=== lvds_serial_tx ===
[src/rtl/lvds_tx_pkg.sv]
// lvds_tx_pkg: shared types and constants for the LVDS serial transmitter.
// Optional feature macro: LVDS_TX_PARITY_EN adds an even-parity bit per frame.
package lvds_tx_pkg;

`ifdef LVDS_TX_PARITY_EN
  typedef enum logic [2:0] {
    ST_IDLE   = 3'd0,
    ST_START  = 3'd1,
    ST_DATA   = 3'd2,
    ST_PARITY = 3'd3,
    ST_STOP   = 3'd4
  } tx_state_e;
`else
  typedef enum logic [1:0] {
    ST_IDLE  = 2'd0,
    ST_START = 2'd1,
    ST_DATA  = 2'd2,
    ST_STOP  = 2'd3
  } tx_state_e;
`endif

  // Line level of the start bit and of the idle/stop condition.
  localparam logic START_LEVEL = 1'b0;
  localparam logic MARK_LEVEL  = 1'b1;

  // Number of line bits in one frame: start + payload (+ parity) + stop.
  function automatic int frame_bits(input int data_w);
`ifdef LVDS_TX_PARITY_EN
    return data_w + 3;
`else
    return data_w + 2;
`endif
  endfunction

endpackage

[src/rtl/lvds_tx_pad.sv]
// lvds_tx_pad: output register pair for the pseudo-differential line.
// Both legs are registered from the same bit value on the same edge so they
// never skew; on iCE40 these flops pack into the SB_IO registered outputs.
// Reset drives the line to mark (P=1, N=0) immediately.
module lvds_tx_pad (
  input  logic CLK,
  input  logic RESET_N,
  input  logic line_bit,
  output logic TX_P,
  output logic TX_N
);

  logic tx_p_r;
  logic tx_n_r;

  // Register both legs together; reset forces mark without waiting for a clock.
  always_ff @(posedge CLK or negedge RESET_N) begin
    if (!RESET_N) begin
      tx_p_r <= 1'b1;
      tx_n_r <= 1'b0;
    end else begin
      tx_p_r <= line_bit;
      tx_n_r <= ~line_bit;
    end
  end

  assign TX_P = tx_p_r;
  assign TX_N = tx_n_r;

endmodule

[src/rtl/lvds_serial_tx.sv]
// lvds_serial_tx: framed LSB-first serializer with a one-word holding buffer
// in front of the shift register, so a new word can be accepted while the
// previous frame is still on the line. Each line bit lasts CLKS_PER_BIT clocks.
// Optional feature macro: LVDS_TX_PARITY_EN inserts an even-parity bit.
module lvds_serial_tx
  import lvds_tx_pkg::*;
#(
  parameter int DATA_W       = 8,
  parameter int CLKS_PER_BIT = 4
) (
  input  logic              CLK,
  input  logic              RESET_N,
  input  logic [DATA_W-1:0] IN_DATA,
  input  logic              IN_VALID,
  output logic              IN_READY,
  output logic              TX_P,
  output logic              TX_N,
  output logic              BUSY
);

  localparam int CNT_W = $clog2(CLKS_PER_BIT);
  localparam int IDX_W = $clog2(DATA_W + 1);
  localparam logic [CNT_W-1:0] CNT_LAST = CNT_W'(CLKS_PER_BIT - 1);
  localparam logic [IDX_W-1:0] IDX_LAST = IDX_W'(DATA_W - 1);

  tx_state_e         state_r, state_s;
  logic [CNT_W-1:0]  timer_r, timer_s;
  logic [IDX_W-1:0]  idx_r, idx_s;
  logic [DATA_W-1:0] shift_r, shift_s;
  logic [DATA_W-1:0] hold_r;
  logic              hold_full_r, hold_full_s;
  logic              ready_r, busy_r;
  logic              load_s, accept_s, line_s;
`ifdef LVDS_TX_PARITY_EN
  logic              par_r, par_s;
`endif

  // The holding register only accepts when it was seen empty at the edge.
  assign accept_s    = IN_VALID & ready_r;
  assign hold_full_s = accept_s | (hold_full_r & ~load_s);

  // Next-state logic: bit timer, bit index, shifter and frame sequencing.
  always_comb begin
    state_s = state_r;
    timer_s = timer_r;
    idx_s   = idx_r;
    shift_s = shift_r;
    load_s  = 1'b0;
`ifdef LVDS_TX_PARITY_EN
    par_s   = par_r;
`endif
    case (state_r)
      ST_IDLE: begin
        if (hold_full_r) begin
          load_s  = 1'b1;
          timer_s = {CNT_W{1'b0}};
          state_s = ST_START;
        end else begin
          state_s = ST_IDLE;
        end
      end
      ST_START: begin
        if (timer_r == CNT_LAST) begin
          timer_s = {CNT_W{1'b0}};
          idx_s   = {IDX_W{1'b0}};
          state_s = ST_DATA;
        end else begin
          timer_s = timer_r + CNT_W'(1);
        end
      end
      ST_DATA: begin
        if (timer_r == CNT_LAST) begin
          timer_s = {CNT_W{1'b0}};
          shift_s = shift_r >> 1;
          if (idx_r == IDX_LAST) begin
`ifdef LVDS_TX_PARITY_EN
            state_s = ST_PARITY;
`else
            state_s = ST_STOP;
`endif
          end else begin
            idx_s = idx_r + IDX_W'(1);
          end
        end else begin
          timer_s = timer_r + CNT_W'(1);
        end
      end
`ifdef LVDS_TX_PARITY_EN
      ST_PARITY: begin
        if (timer_r == CNT_LAST) begin
          timer_s = {CNT_W{1'b0}};
          state_s = ST_STOP;
        end else begin
          timer_s = timer_r + CNT_W'(1);
        end
      end
`endif
      ST_STOP: begin
        if (timer_r == CNT_LAST) begin
          timer_s = {CNT_W{1'b0}};
          if (hold_full_r) begin
            // Reload straight into the next start bit: no idle gap.
            load_s  = 1'b1;
            state_s = ST_START;
          end else begin
            state_s = ST_IDLE;
          end
        end else begin
          timer_s = timer_r + CNT_W'(1);
        end
      end
      default: begin
        state_s = ST_IDLE;
        timer_s = {CNT_W{1'b0}};
        idx_s   = {IDX_W{1'b0}};
      end
    endcase
    if (load_s) begin
      shift_s = hold_r;
`ifdef LVDS_TX_PARITY_EN
      par_s   = ^hold_r;
`endif
    end else begin
      shift_s = shift_s;
    end
  end

  // Line level for the coming cycle, derived from the next state so the
  // registered pad output lines up with the state it represents.
  always_comb begin
    line_s = MARK_LEVEL;
    case (state_s)
      ST_START:  line_s = START_LEVEL;
      ST_DATA:   line_s = shift_s[0];
`ifdef LVDS_TX_PARITY_EN
      ST_PARITY: line_s = par_s;
`endif
      default:   line_s = MARK_LEVEL;
    endcase
  end

  // State, counters, buffers and handshake/status flags.
  always_ff @(posedge CLK or negedge RESET_N) begin
    if (!RESET_N) begin
      state_r     <= ST_IDLE;
      timer_r     <= {CNT_W{1'b0}};
      idx_r       <= {IDX_W{1'b0}};
      shift_r     <= {DATA_W{1'b0}};
      hold_r      <= {DATA_W{1'b0}};
      hold_full_r <= 1'b0;
      ready_r     <= 1'b0;
      busy_r      <= 1'b0;
`ifdef LVDS_TX_PARITY_EN
      par_r       <= 1'b0;
`endif
    end else begin
      state_r     <= state_s;
      timer_r     <= timer_s;
      idx_r       <= idx_s;
      shift_r     <= shift_s;
      hold_r      <= accept_s ? IN_DATA : hold_r;
      hold_full_r <= hold_full_s;
      ready_r     <= ~hold_full_s;
      busy_r      <= (state_s != ST_IDLE) | hold_full_s;
`ifdef LVDS_TX_PARITY_EN
      par_r       <= par_s;
`endif
    end
  end

  assign IN_READY = ready_r;
  assign BUSY     = busy_r;

  lvds_tx_pad u_pad (
    .CLK      (CLK),
    .RESET_N  (RESET_N),
    .line_bit (line_s),
    .TX_P     (TX_P),
    .TX_N     (TX_N)
  );

endmodule

[config.mk]
export PLATFORM = sky130hd
export DESIGN_NAME = lvds_serial_tx
export DESIGN_NICKNAME = d
export VERILOG_FILES = /design/src/rtl/lvds_tx_pkg.sv /design/src/rtl/lvds_tx_pad.sv /design/src/rtl/lvds_serial_tx.sv
export SDC_FILE = /design/constraint.sdc
export NUM_CORES = 1
export LEC_CHECK = 0
export ABC_AREA = 1
export CAP_MARGIN = 40
export CORE_ASPECT_RATIO = 0.7
export CORE_MARGIN = 3
export CORE_UTILIZATION = 57
export CTS_BUF_LIST = sky130_fd_sc_hd__clkbuf_2
export DETAILED_ROUTE_END_ITERATION = 8
export PLACE_DENSITY = 0.8
export SYNTH_ARGS = -nofsm -noshare
export SYNTH_HDL_FRONTEND = slang
export SYNTH_SLANG_ARGS = --single-unit
[constraint.sdc]
create_clock -name CLK -period 1.7 [get_ports CLK]
set_input_delay 0.34 -clock CLK [delete_from_list [all_inputs] [get_ports CLK]]
set_output_delay 0.34 -clock CLK [all_outputs]
set_load 0.005 [all_outputs]
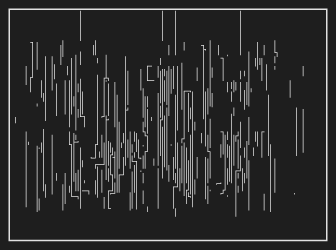
Fig. 1. The metal 2 layer (lvds_serial_tx).
The layer carries 1280 µm of wire. The layer holds 44% of the routed length. 146 nets have wire on it. The wires run mostly vertical.

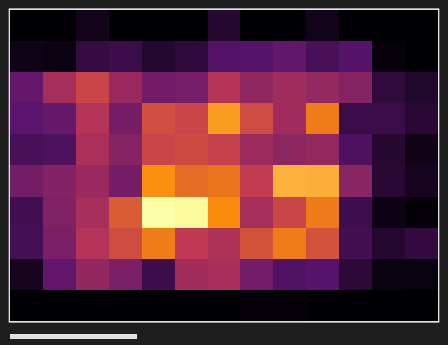
Fig. 2. Routed metal per tile (lvds_serial_tx).
The bar under the picture is 20 µm long. 13 x 10 tiles, from black (low) to pale yellow (high), scaled to the fullest tile. Values are wire area over tile area, all layers added.
21% of the tiles are over half the peak. The fullest tile reaches 0.50. 20% of the tiles are nearly empty. The densest ninth of the die: centre. The mean over all tiles is 0.14.
total vias in the final route: 1089
Global Route Usage Sum: 20.7%
drt wl/cell: 13.7 µm
final wirelength: 2.90 mm

==> results_tabular.tex <==
% Generated from flow reports
\begin{tabular}{lr}
\hline
Metric & Value \\
\hline
\multicolumn{2}{l}{\textbf{Placed design}} \\
\quad Cell Area, Placed & 1660 µm² \\
\multicolumn{2}{l}{\textbf{Critical path}} \\
\quad Critical path destination & IN\_READY \\
\quad Worst Setup Start Kind & flop \\
\quad Family with the most delay on the worst path & buffers and inverters \\
\quad Minimum setup slack among reg-to-reg paths & 0.09 ns \\
\quad Library cell contributing the largest single delay on the critical path & sky130\_fd\_sc\_hd\_\_clkdlybuf4s50\_1 \\
\quad Arrival time worst endpoint & 1.27 ns \\
\multicolumn{2}{l}{\textbf{Power}} \\
\quad Net load switching power & 1.19 mW \\
\multicolumn{2}{l}{\textbf{Floorplanning}} \\
\quad Placeable Area & 2310 µm² \\
\quad Die boundary height & 48.9 µm \\
\quad Number of primary I/O pins & 15 \\
\quad Die Span X & 67.2 µm \\
\quad Row Count & 14 \\
\multicolumn{2}{l}{\textbf{Layout}} \\
\quad Diodes inserted & 0 \\
\quad Biggest regs & hold\_r (8), shift\_r (8), idx\_r (4) \\
\quad Seq\_cells & 29 \\
\quad Final Instance Count excl. Fillers & 211 \\
\quad FF/Latch Area & 728 µm² \\
\quad Fin nets & 196 \\
\quad Final core utilization & 75.4\% \\
\quad Total area of multi-input combinational cells & 661 µm² \\
\quad Layout overhead on the synthesized area & 16.6\% \\
\quad Cell kind with the greatest summed area & registers \\
\quad Most numerous logic cell after layout & sky130\_fd\_sc\_hd\_\_dfrtp\_1 \\
\multicolumn{2}{l}{\textbf{Status}} \\
\quad Outcome & finished, final reports clean \\
\multicolumn{2}{l}{\textbf{Synthesis}} \\
\quad Sequential cell area fraction in the yosys report & 48.6\% \\
\quad Syn Std Cell Area & 1500 µm² \\
\quad Number of instances in the synthesized netlist & 154 \\
\quad MUX share of area & 1.51\% \\
\quad Area fraction in full adders, half adders and majority gates & 5.86\% \\
\quad Syn\_nets & 172 \\
\quad Combinational family with the most area after synthesis & simple AND/OR/NAND/NOR gates \\
\quad Number of flops mapped to enable cells by yosys & 0 \\
\quad Post-Syn Area per Cell & 9.71 µm² \\
\multicolumn{2}{l}{\textbf{Clock tree}} \\
\quad CTS tree & built \\
\quad Number of hold-repair buffers added at the cts stage & 0 \\
\quad Buffers inserted during post-CTS setup optimization & 0 \\
\multicolumn{2}{l}{\textbf{Detailed routing}} \\
\quad M1 wire length & 1.35 mm \\
\multicolumn{2}{l}{\textbf{STA}} \\
\quad Hold Fails Final Rpt & 0 \\
\quad Normalized max-slew margin & 75.5\% \\
\quad Post-layout min period & 1.61 ns \\
\multicolumn{2}{l}{\textbf{Global routing}} \\
\quad Number of global-route vias before repair & 1056 \\
\multicolumn{2}{l}{\textbf{Hold path}} \\
\quad Type of the most critical hold path & in2async \\
\hline
\end{tabular}

=== pcm_i2s_tx ===
File: config.mk
export PLATFORM = sky130hd
export DESIGN_NAME = pcm_i2s_tx
export DESIGN_NICKNAME = d
export VERILOG_FILES = /design/src/rtl/pcm_i2s_tx.sv
export SDC_FILE = /design/constraint.sdc
export NUM_CORES = 1
export LEC_CHECK = 0
export CAP_MARGIN = 20
export CELL_PAD_IN_SITES_DETAIL_PLACEMENT = 1
export CELL_PAD_IN_SITES_GLOBAL_PLACEMENT = 2
export CORE_ASPECT_RATIO = 1.2
export CORE_MARGIN = 3
export CORE_UTILIZATION = 40
export CTS_CLUSTER_DIAMETER = 60
export DETAILED_ROUTE_END_ITERATION = 6
export GPL_TIMING_DRIVEN = 0
export PLACE_DENSITY = 0.81
export SLEW_MARGIN = 20
export SYNTH_ARGS = -nofsm -noshare
export SYNTH_HDL_FRONTEND = slang
export SYNTH_SLANG_ARGS = --single-unit
File: constraint.sdc
create_clock -name clk -period 5.4 [get_ports clk]
set_input_delay 1.08 -clock clk [delete_from_list [all_inputs] [get_ports clk]]
set_output_delay 1.08 -clock clk [all_outputs]
set_load 0.05 [all_outputs]
File: src/rtl/pcm_i2s_tx.sv
// Stereo PCM pair assembler, frame FIFO and I2S serializer with bit/word clocks.
// Define PCM_I2S_TX_LEFT_JUSTIFIED_EN for left-justified word-select timing.
module pcm_i2s_tx #(
  parameter int DEPTH_LOG2 = 3,
  parameter int BCLK_DIV   = 8
) (
  input  logic                  clk,
  input  logic                  rst,
  input  logic                  stb_sample,
  input  logic                  chan,
  input  logic [15:0]           din,
  input  logic                  clr_flags,
  output logic                  i2s_bclk,
  output logic                  i2s_lrclk,
  output logic                  i2s_sdata,
  output logic [DEPTH_LOG2:0]   fifo_level,
  output logic                  streaming,
  output logic                  overflow,
  output logic                  underflow
);

  localparam int DEPTH = 1 << DEPTH_LOG2;
  localparam int CW = (BCLK_DIV > 1) ? $clog2(2 * BCLK_DIV) : 1;
  localparam logic [CW-1:0] CNT_LAST = CW'(2 * BCLK_DIV - 1);
  localparam logic [CW-1:0] CNT_HI = CW'(BCLK_DIV);
  localparam logic [DEPTH_LOG2:0] LVL_FULL = (DEPTH_LOG2 + 1)'(DEPTH);
  localparam logic [DEPTH_LOG2:0] LVL_HALF = (DEPTH_LOG2 + 1)'(DEPTH / 2);

  typedef enum logic {
    PRIME,
    STREAM
  } state_t;

  state_t state, state_n;

  logic [CW-1:0]         cnt;
  logic [4:0]            slot;
  logic [4:0]            nslot;
  logic                  wrap;
  logic                  frame_edge;
  logic                  lr_next;
  logic [31:0]           shreg;
  logic                  left_valid;
  logic [15:0]           left_hold;
  logic [31:0]           mem [DEPTH];
  logic [DEPTH_LOG2-1:0] wr_ptr;
  logic [DEPTH_LOG2-1:0] rd_ptr;
  logic                  full;
  logic                  empty;
  logic                  push_req;
  logic                  push;
  logic                  pop;
  logic                  pair_err;
  logic                  ovf_set;
  logic                  uf_set;

  // Slot-start work is committed on the edge that wraps the divider,
  // so the new slot's outputs are valid from divider count 0.
  assign wrap       = (cnt == CNT_LAST);
  assign nslot      = slot + 5'd1;
  assign frame_edge = wrap && (slot == 5'd31);

`ifdef PCM_I2S_TX_LEFT_JUSTIFIED_EN
  assign lr_next = nslot[4];
`else
  assign lr_next = (nslot >= 5'd15) && (nslot <= 5'd30);
`endif

  assign full     = (fifo_level == LVL_FULL);
  assign empty    = (fifo_level == '0);
  assign push_req = stb_sample && chan && left_valid;
  assign push     = push_req && (!full || pop);
  assign pair_err = stb_sample && (chan ? !left_valid : left_valid);
  assign ovf_set  = pair_err || (push_req && !push);

  assign i2s_bclk  = (cnt >= CNT_HI);
  assign i2s_sdata = shreg[31];
  assign streaming = (state == STREAM);

  always_comb begin
    state_n = state;
    pop     = 1'b0;
    uf_set  = 1'b0;
    if (frame_edge) begin
      unique case (state)
        PRIME: begin
          if (fifo_level >= LVL_HALF) begin
            pop     = 1'b1;
            state_n = STREAM;
          end
        end
        STREAM: begin
          if (empty) begin
            uf_set  = 1'b1;
            state_n = PRIME;
          end else begin
            pop = 1'b1;
          end
        end
        default: state_n = PRIME;
      endcase
    end
  end

  always_ff @(posedge clk) begin
    if (rst) begin
      state <= PRIME;
    end else begin
      state <= state_n;
    end
  end

  always_ff @(posedge clk) begin
    if (rst) begin
      cnt       <= '0;
      slot      <= '0;
      i2s_lrclk <= 1'b0;
      shreg     <= '0;
    end else begin
      cnt <= wrap ? '0 : cnt + CW'(1);
      if (wrap) begin
        slot      <= nslot;
        i2s_lrclk <= lr_next;
        if (frame_edge) begin
          shreg <= pop ? mem[rd_ptr] : '0;
        end else begin
          shreg <= {shreg[30:0], 1'b0};
        end
      end
    end
  end

  always_ff @(posedge clk) begin
    if (rst) begin
      left_valid <= 1'b0;
      left_hold  <= '0;
    end else if (stb_sample) begin
      if (!chan) begin
        left_valid <= 1'b1;
        left_hold  <= din;
      end else begin
        left_valid <= 1'b0;
      end
    end
  end

  always_ff @(posedge clk) begin
    if (push) begin
      mem[wr_ptr] <= {left_hold, din};
    end
  end

  always_ff @(posedge clk) begin
    if (rst) begin
      wr_ptr     <= '0;
      rd_ptr     <= '0;
      fifo_level <= '0;
    end else begin
      if (push) wr_ptr <= wr_ptr + 1'b1;
      if (pop) rd_ptr <= rd_ptr + 1'b1;
      case ({push, pop})
        2'b10:   fifo_level <= fifo_level + 1'b1;
        2'b01:   fifo_level <= fifo_level - 1'b1;
        default: fifo_level <= fifo_level;
      endcase
    end
  end

  // A flag-setting event in the same cycle as clr_flags keeps the flag set.
  always_ff @(posedge clk) begin
    if (rst) begin
      overflow  <= 1'b0;
      underflow <= 1'b0;
    end else begin
      if (ovf_set) overflow <= 1'b1;
      else if (clr_flags) overflow <= 1'b0;
      if (uf_set) underflow <= 1'b1;
      else if (clr_flags) underflow <= 1'b0;
    end
  end

endmodule

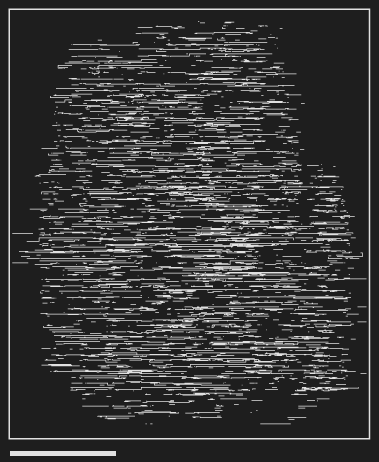
Fig. 3. Metal 1 (pcm_i2s_tx).
The bar under the picture is 50 µm long.
The layer holds 42% of the routed length. The wires run mostly horizontal. 837 nets have wire on it. The longest straight run is 49.2 µm. The layer carries 12700 µm of wire.

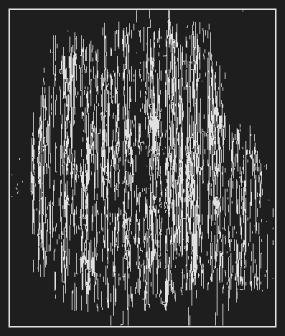
Fig. 4. The metal 2 layer (pcm_i2s_tx).
794 nets have wire on it. The layer carries 15200 µm of wire. The wires run mostly vertical. The longest straight run is 84.7 µm.

==> results_tabular.tex <==
% Generated from flow reports
\begin{tabular}{lr}
\hline
Metric & Value \\
\hline
\multicolumn{2}{l}{\textbf{Status}} \\
\quad Outcome & finished, final reports clean \\
\multicolumn{2}{l}{\textbf{Synthesis}} \\
\quad Post-Syn Area per Cell & 17.1 µm² \\
\quad Most common flop cell mapped by yosys & sky130\_fd\_sc\_hd\_\_edfxtp\_1 \\
\multicolumn{2}{l}{\textbf{Global routing}} \\
\quad Met3 global-route usage & 2.38\% \\
\quad First-pass GRT wire length & 46.2 mm \\
\multicolumn{2}{l}{\textbf{Layout}} \\
\quad Comb gates & 368 \\
\quad Cell kind with the greatest summed area & registers \\
\quad Final Instance Count excl. Fillers & 1273 \\
\multicolumn{2}{l}{\textbf{Placed design}} \\
\quad DPL Wire Length & 19.5 mm \\
\quad Number of I/O port buffers & 30 \\
\quad Number of placed instances, taps included & 1211 \\
\multicolumn{2}{l}{\textbf{Power}} \\
\quad Static Leakage & 4.74 nW \\
\quad Internal Dissipation & 4.10 mW \\
\quad Reported sequential group power & 2.77 mW \\
\quad Combinational Power & 91.0 µW \\
\multicolumn{2}{l}{\textbf{STA}} \\
\quad Fin. max-slew vios & 0 \\
\multicolumn{2}{l}{\textbf{Critical path}} \\
\quad Critical path destination & mem[4][29] \\
\quad Worst Setup Start Kind & input port \\
\quad Minimum setup slack among reg-to-reg paths & 1.82 ns \\
\multicolumn{2}{l}{\textbf{Detailed routing}} \\
\quad Number of nets with antenna violations after detailed routing & 0 \\
\hline
\end{tabular}

=== alu_arbiter ===
Fig. 5: alu_arbiter, the metal 2 layer
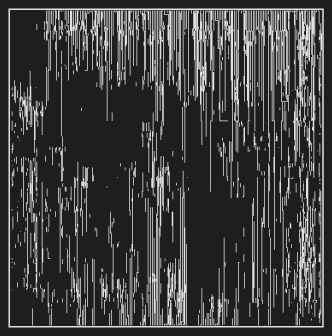
Fig. 6: alu_arbiter, metal 1
The bar under the picture is 50 µm long.
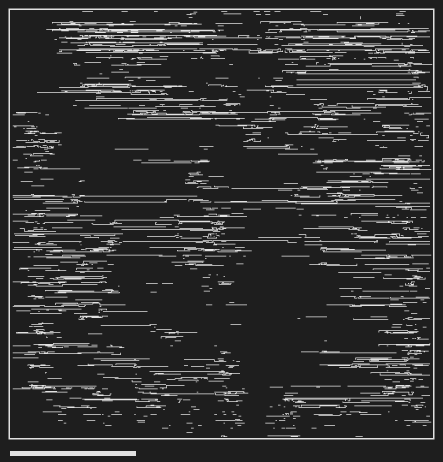
Fig. 7: alu_arbiter, local utilization
The bar under the picture is 50 µm long. 17 x 17 tiles, from black (low) to pale yellow (high), 0 to 100% covered.
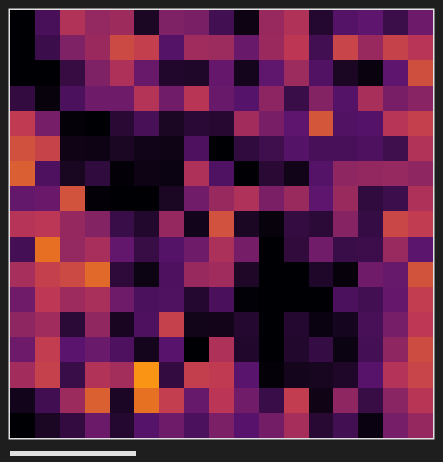
<file path="config.mk">
export PLATFORM = sky130hd
export DESIGN_NAME = alu_arbiter
export DESIGN_NICKNAME = d
export VERILOG_FILES = /design/src/rtl/alu_arbiter.sv
export SDC_FILE = /design/constraint.sdc
export NUM_CORES = 1
export LEC_CHECK = 0
export CAP_MARGIN = 20
export CELL_PAD_IN_SITES_DETAIL_PLACEMENT = 0
export CELL_PAD_IN_SITES_GLOBAL_PLACEMENT = 1
export CORE_AREA = 2 2 166 168
export DETAILED_ROUTE_END_ITERATION = 7
export DIE_AREA = 0 0 168 170
export PLACE_DENSITY_LB_ADDON = 0.1
export SKIP_CTS_REPAIR_TIMING = 1
export SLEW_MARGIN = 10
export SYNTH_ARGS = -nofsm -noshare
export SYNTH_HDL_FRONTEND = slang
export SYNTH_SLANG_ARGS = --single-unit
</file>
<file path="constraint.sdc">
create_clock -name clk -period 3.3 [get_ports clk]
set_input_delay 0.495 -clock clk [delete_from_list [all_inputs] [get_ports clk]]
set_output_delay 0.495 -clock clk [all_outputs]
set_load 0.02 [all_outputs]
</file>
<file path="src/rtl/alu_arbiter.sv">
// Shares one combinational ALU among NREQ requesters and returns each result, tagged with its requester ID, through a one-entry response register.
// Define ALU_ARB_RR_EN for round-robin arbitration; the default build uses fixed priority (lowest index wins).
module alu_arbiter #(
  parameter int NREQ = 4,
  parameter int IDW  = $clog2(NREQ)
) (
  input  logic              clk,
  input  logic              rst_n,
  input  logic [NREQ-1:0]   req_valid,
  output logic [NREQ-1:0]   req_ready,
  input  logic [NREQ*32-1:0] req_a,
  input  logic [NREQ*32-1:0] req_b,
  input  logic [NREQ*4-1:0] req_op,
  output logic [31:0]       alu_rs1_data,
  output logic [31:0]       alu_input2,
  output logic [3:0]        alu_aluop,
  input  logic [31:0]       alu_result,
  input  logic              alu_zero,
  output logic              rsp_valid,
  input  logic              rsp_ready,
  output logic [IDW-1:0]    rsp_id,
  output logic [31:0]       rsp_result,
  output logic              rsp_zero,
  output logic              rsp_err
);

  // Handshakes: a transfer happens on a rising edge where valid && ready are both high.
  // Requesters keep req_valid independent of req_ready.
  typedef enum logic {EMPTY = 1'b0, FULL = 1'b1} state_t;

  state_t         state_q, state_d;
  logic [IDW-1:0] rsp_id_q, rsp_id_d;
  logic [31:0]    rsp_result_q, rsp_result_d;
  logic           rsp_zero_q, rsp_zero_d;
  logic           rsp_err_q, rsp_err_d;

  logic           slot_free;
  logic           found;
  logic           grant_vld;
  logic [IDW-1:0] grant_idx;
  logic [IDW-1:0] cand_idx;
  logic           op_ok;

`ifdef ALU_ARB_RR_EN
  logic [IDW-1:0] last_q, last_d;
`endif

  assign slot_free = (state_q == EMPTY) || rsp_ready;

  // Search starts just after the last winner in round-robin mode and at index 0 otherwise.
  always_comb begin
    found     = 1'b0;
    grant_idx = '0;
    cand_idx  = '0;
    for (int k = 0; k < NREQ; k++) begin
`ifdef ALU_ARB_RR_EN
      cand_idx = IDW'((int'(last_q) + 1 + k) % NREQ);
`else
      cand_idx = IDW'(k);
`endif
      if (!found && req_valid[cand_idx]) begin
        found     = 1'b1;
        grant_idx = cand_idx;
      end
    end
  end

  assign grant_vld = slot_free && found;

  always_comb begin
    req_ready    = '0;
    alu_rs1_data = '0;
    alu_input2   = '0;
    alu_aluop    = 4'b0000;
    for (int i = 0; i < NREQ; i++) begin
      if (grant_vld && (grant_idx == IDW'(i))) begin
        req_ready[i] = 1'b1;
        alu_rs1_data = req_a[32*i +: 32];
        alu_input2   = req_b[32*i +: 32];
        alu_aluop    = req_op[4*i +: 4];
      end
    end
  end

  assign op_ok = (alu_aluop <= 4'b0110) ||
                 ((alu_aluop >= 4'b1010) && (alu_aluop <= 4'b1100));

  // A grant reloads the register even while the old response is being drained.
  always_comb begin
    state_d      = state_q;
    rsp_id_d     = rsp_id_q;
    rsp_result_d = rsp_result_q;
    rsp_zero_d   = rsp_zero_q;
    rsp_err_d    = rsp_err_q;
    if (grant_vld) begin
      state_d  = FULL;
      rsp_id_d = grant_idx;
      if (op_ok) begin
        rsp_result_d = alu_result;
        rsp_zero_d   = alu_zero;
        rsp_err_d    = 1'b0;
      end else begin
        rsp_result_d = '0;
        rsp_zero_d   = 1'b1;
        rsp_err_d    = 1'b1;
      end
    end else if ((state_q == FULL) && rsp_ready) begin
      state_d = EMPTY;
    end
  end

  always_ff @(posedge clk or negedge rst_n) begin
    if (!rst_n) begin
      state_q      <= EMPTY;
      rsp_id_q     <= '0;
      rsp_result_q <= '0;
      rsp_zero_q   <= 1'b0;
      rsp_err_q    <= 1'b0;
    end else begin
      state_q      <= state_d;
      rsp_id_q     <= rsp_id_d;
      rsp_result_q <= rsp_result_d;
      rsp_zero_q   <= rsp_zero_d;
      rsp_err_q    <= rsp_err_d;
    end
  end

`ifdef ALU_ARB_RR_EN
  assign last_d = grant_vld ? grant_idx : last_q;

  // Resetting to NREQ-1 gives requester 0 first turn.
  always_ff @(posedge clk or negedge rst_n) begin
    if (!rst_n) begin
      last_q <= IDW'(NREQ - 1);
    end else begin
      last_q <= last_d;
    end
  end
`endif

  assign rsp_valid  = (state_q == FULL);
  assign rsp_id     = rsp_id_q;
  assign rsp_result = rsp_result_q;
  assign rsp_zero   = rsp_zero_q;
  assign rsp_err    = rsp_err_q;

`ifndef SYNTHESIS
  a_ready_onehot: assert property (@(posedge clk) disable iff (!rst_n)
    $onehot0(req_ready));
  a_rsp_hold: assert property (@(posedge clk) disable iff (!rst_n)
    (rsp_valid && !rsp_ready) |=>
      (rsp_valid && $stable({rsp_id, rsp_result, rsp_zero, rsp_err})));
`endif

endmodule

</file>
==> results_tabular.tex <==
% Generated from flow reports
\begin{tabular}{lr}
\hline
Metric & Value \\
\hline
\multicolumn{2}{l}{\textbf{Status}} \\
\quad Outcome & finished, final reports clean \\
\multicolumn{2}{l}{\textbf{Power}} \\
\quad Clock network fraction of design power & 20.8\% \\
\quad Power density normalized to cell area & 273 nW/µm² \\
\quad Net load switching power & 701 µW \\
\quad Reported sequential group power & 563 µW \\
\multicolumn{2}{l}{\textbf{Flow run}} \\
\quad Max-capacitance violation count & 0 \\
\multicolumn{2}{l}{\textbf{Critical path}} \\
\quad Worst flop-to-flop path endpoint & rsp\_result[11] \\
\multicolumn{2}{l}{\textbf{Detailed routing}} \\
\quad Initial DRC count & 225 \\
\quad Number of nets with antenna violations after detailed routing & 0 \\
\multicolumn{2}{l}{\textbf{Clock tree}} \\
\quad Cell chosen for the clock root & sky130\_fd\_sc\_hd\_\_clkbuf\_16 \\
\quad Clock latency on the worst-skew pair & 0.28 ns \\
\quad TritonCTS Buffers & 5 \\
\multicolumn{2}{l}{\textbf{Floorplanning}} \\
\quad Row Count & 60 \\
\multicolumn{2}{l}{\textbf{Synthesis}} \\
\quad Yosys synthesis warning count & 0 \\
\quad Top cells by area & sky130\_fd\_sc\_hd\_\_a22oi\_1 31\%, sky130\_fd\_sc\_hd\_\_dfrtp\_1 29\%, sky130\_fd\_sc\_hd\_\_mux2i\_1 10\%, sky130\_fd\_sc\_hd\_\_nand2\_1 7.9\%, sky130\_fd\_sc\_hd\_\_nor3\_1 5.7\% \\
\quad Basic-gate share of the synthesized area counting and, or, nand and nor cells & 17.7\% \\
\multicolumn{2}{l}{\textbf{Layout}} \\
\quad Final Instance Count excl. Fillers & 1135 \\
\quad Fin nets & 1102 \\
\quad Comb/total area & 25.1\% \\
\quad Cell kind with the greatest summed area & non-clock buffers \\
\quad Share of cell area taken by flip-flops and latches & 11.6\% \\
\multicolumn{2}{l}{\textbf{STA}} \\
\quad PnR worst setup slack & 0.116 ns \\
\quad Worst hold margin & 0.341 ns \\
\multicolumn{2}{l}{\textbf{Global routing}} \\
\quad Largest net degree at the start of global routing & 40 \\
\quad Initial antenna violation count & 7 \\
\hline
\end{tabular}
## Picture notes: Fig. 5
The longest straight run is 81.1 µm. The layer holds 52% of the routed length. The wires run mostly vertical.

## Picture notes: Fig. 6
The layer holds 39% of the routed length. The layer carries 9340 µm of wire. The longest straight run is 56.1 µm. The wires run mostly horizontal.
met1 demand-to-capacity share in global routing: 18.2%
total vias in the final route: 4793
final wirelength: 24.1 mm

## Picture notes: Fig. 7
The mean over all tiles is 27%. 0.30% of the tiles are over 75% full. 9.0% of the tiles are nearly empty. The emptiest ninth of the die: centre. The fullest tile reaches 77%.
final core utilization: 30.0%
Placeable Area: 26700 µm²
initial cell density of the core: 11.8%


Power is estimated from default activity; no workload was simulated.
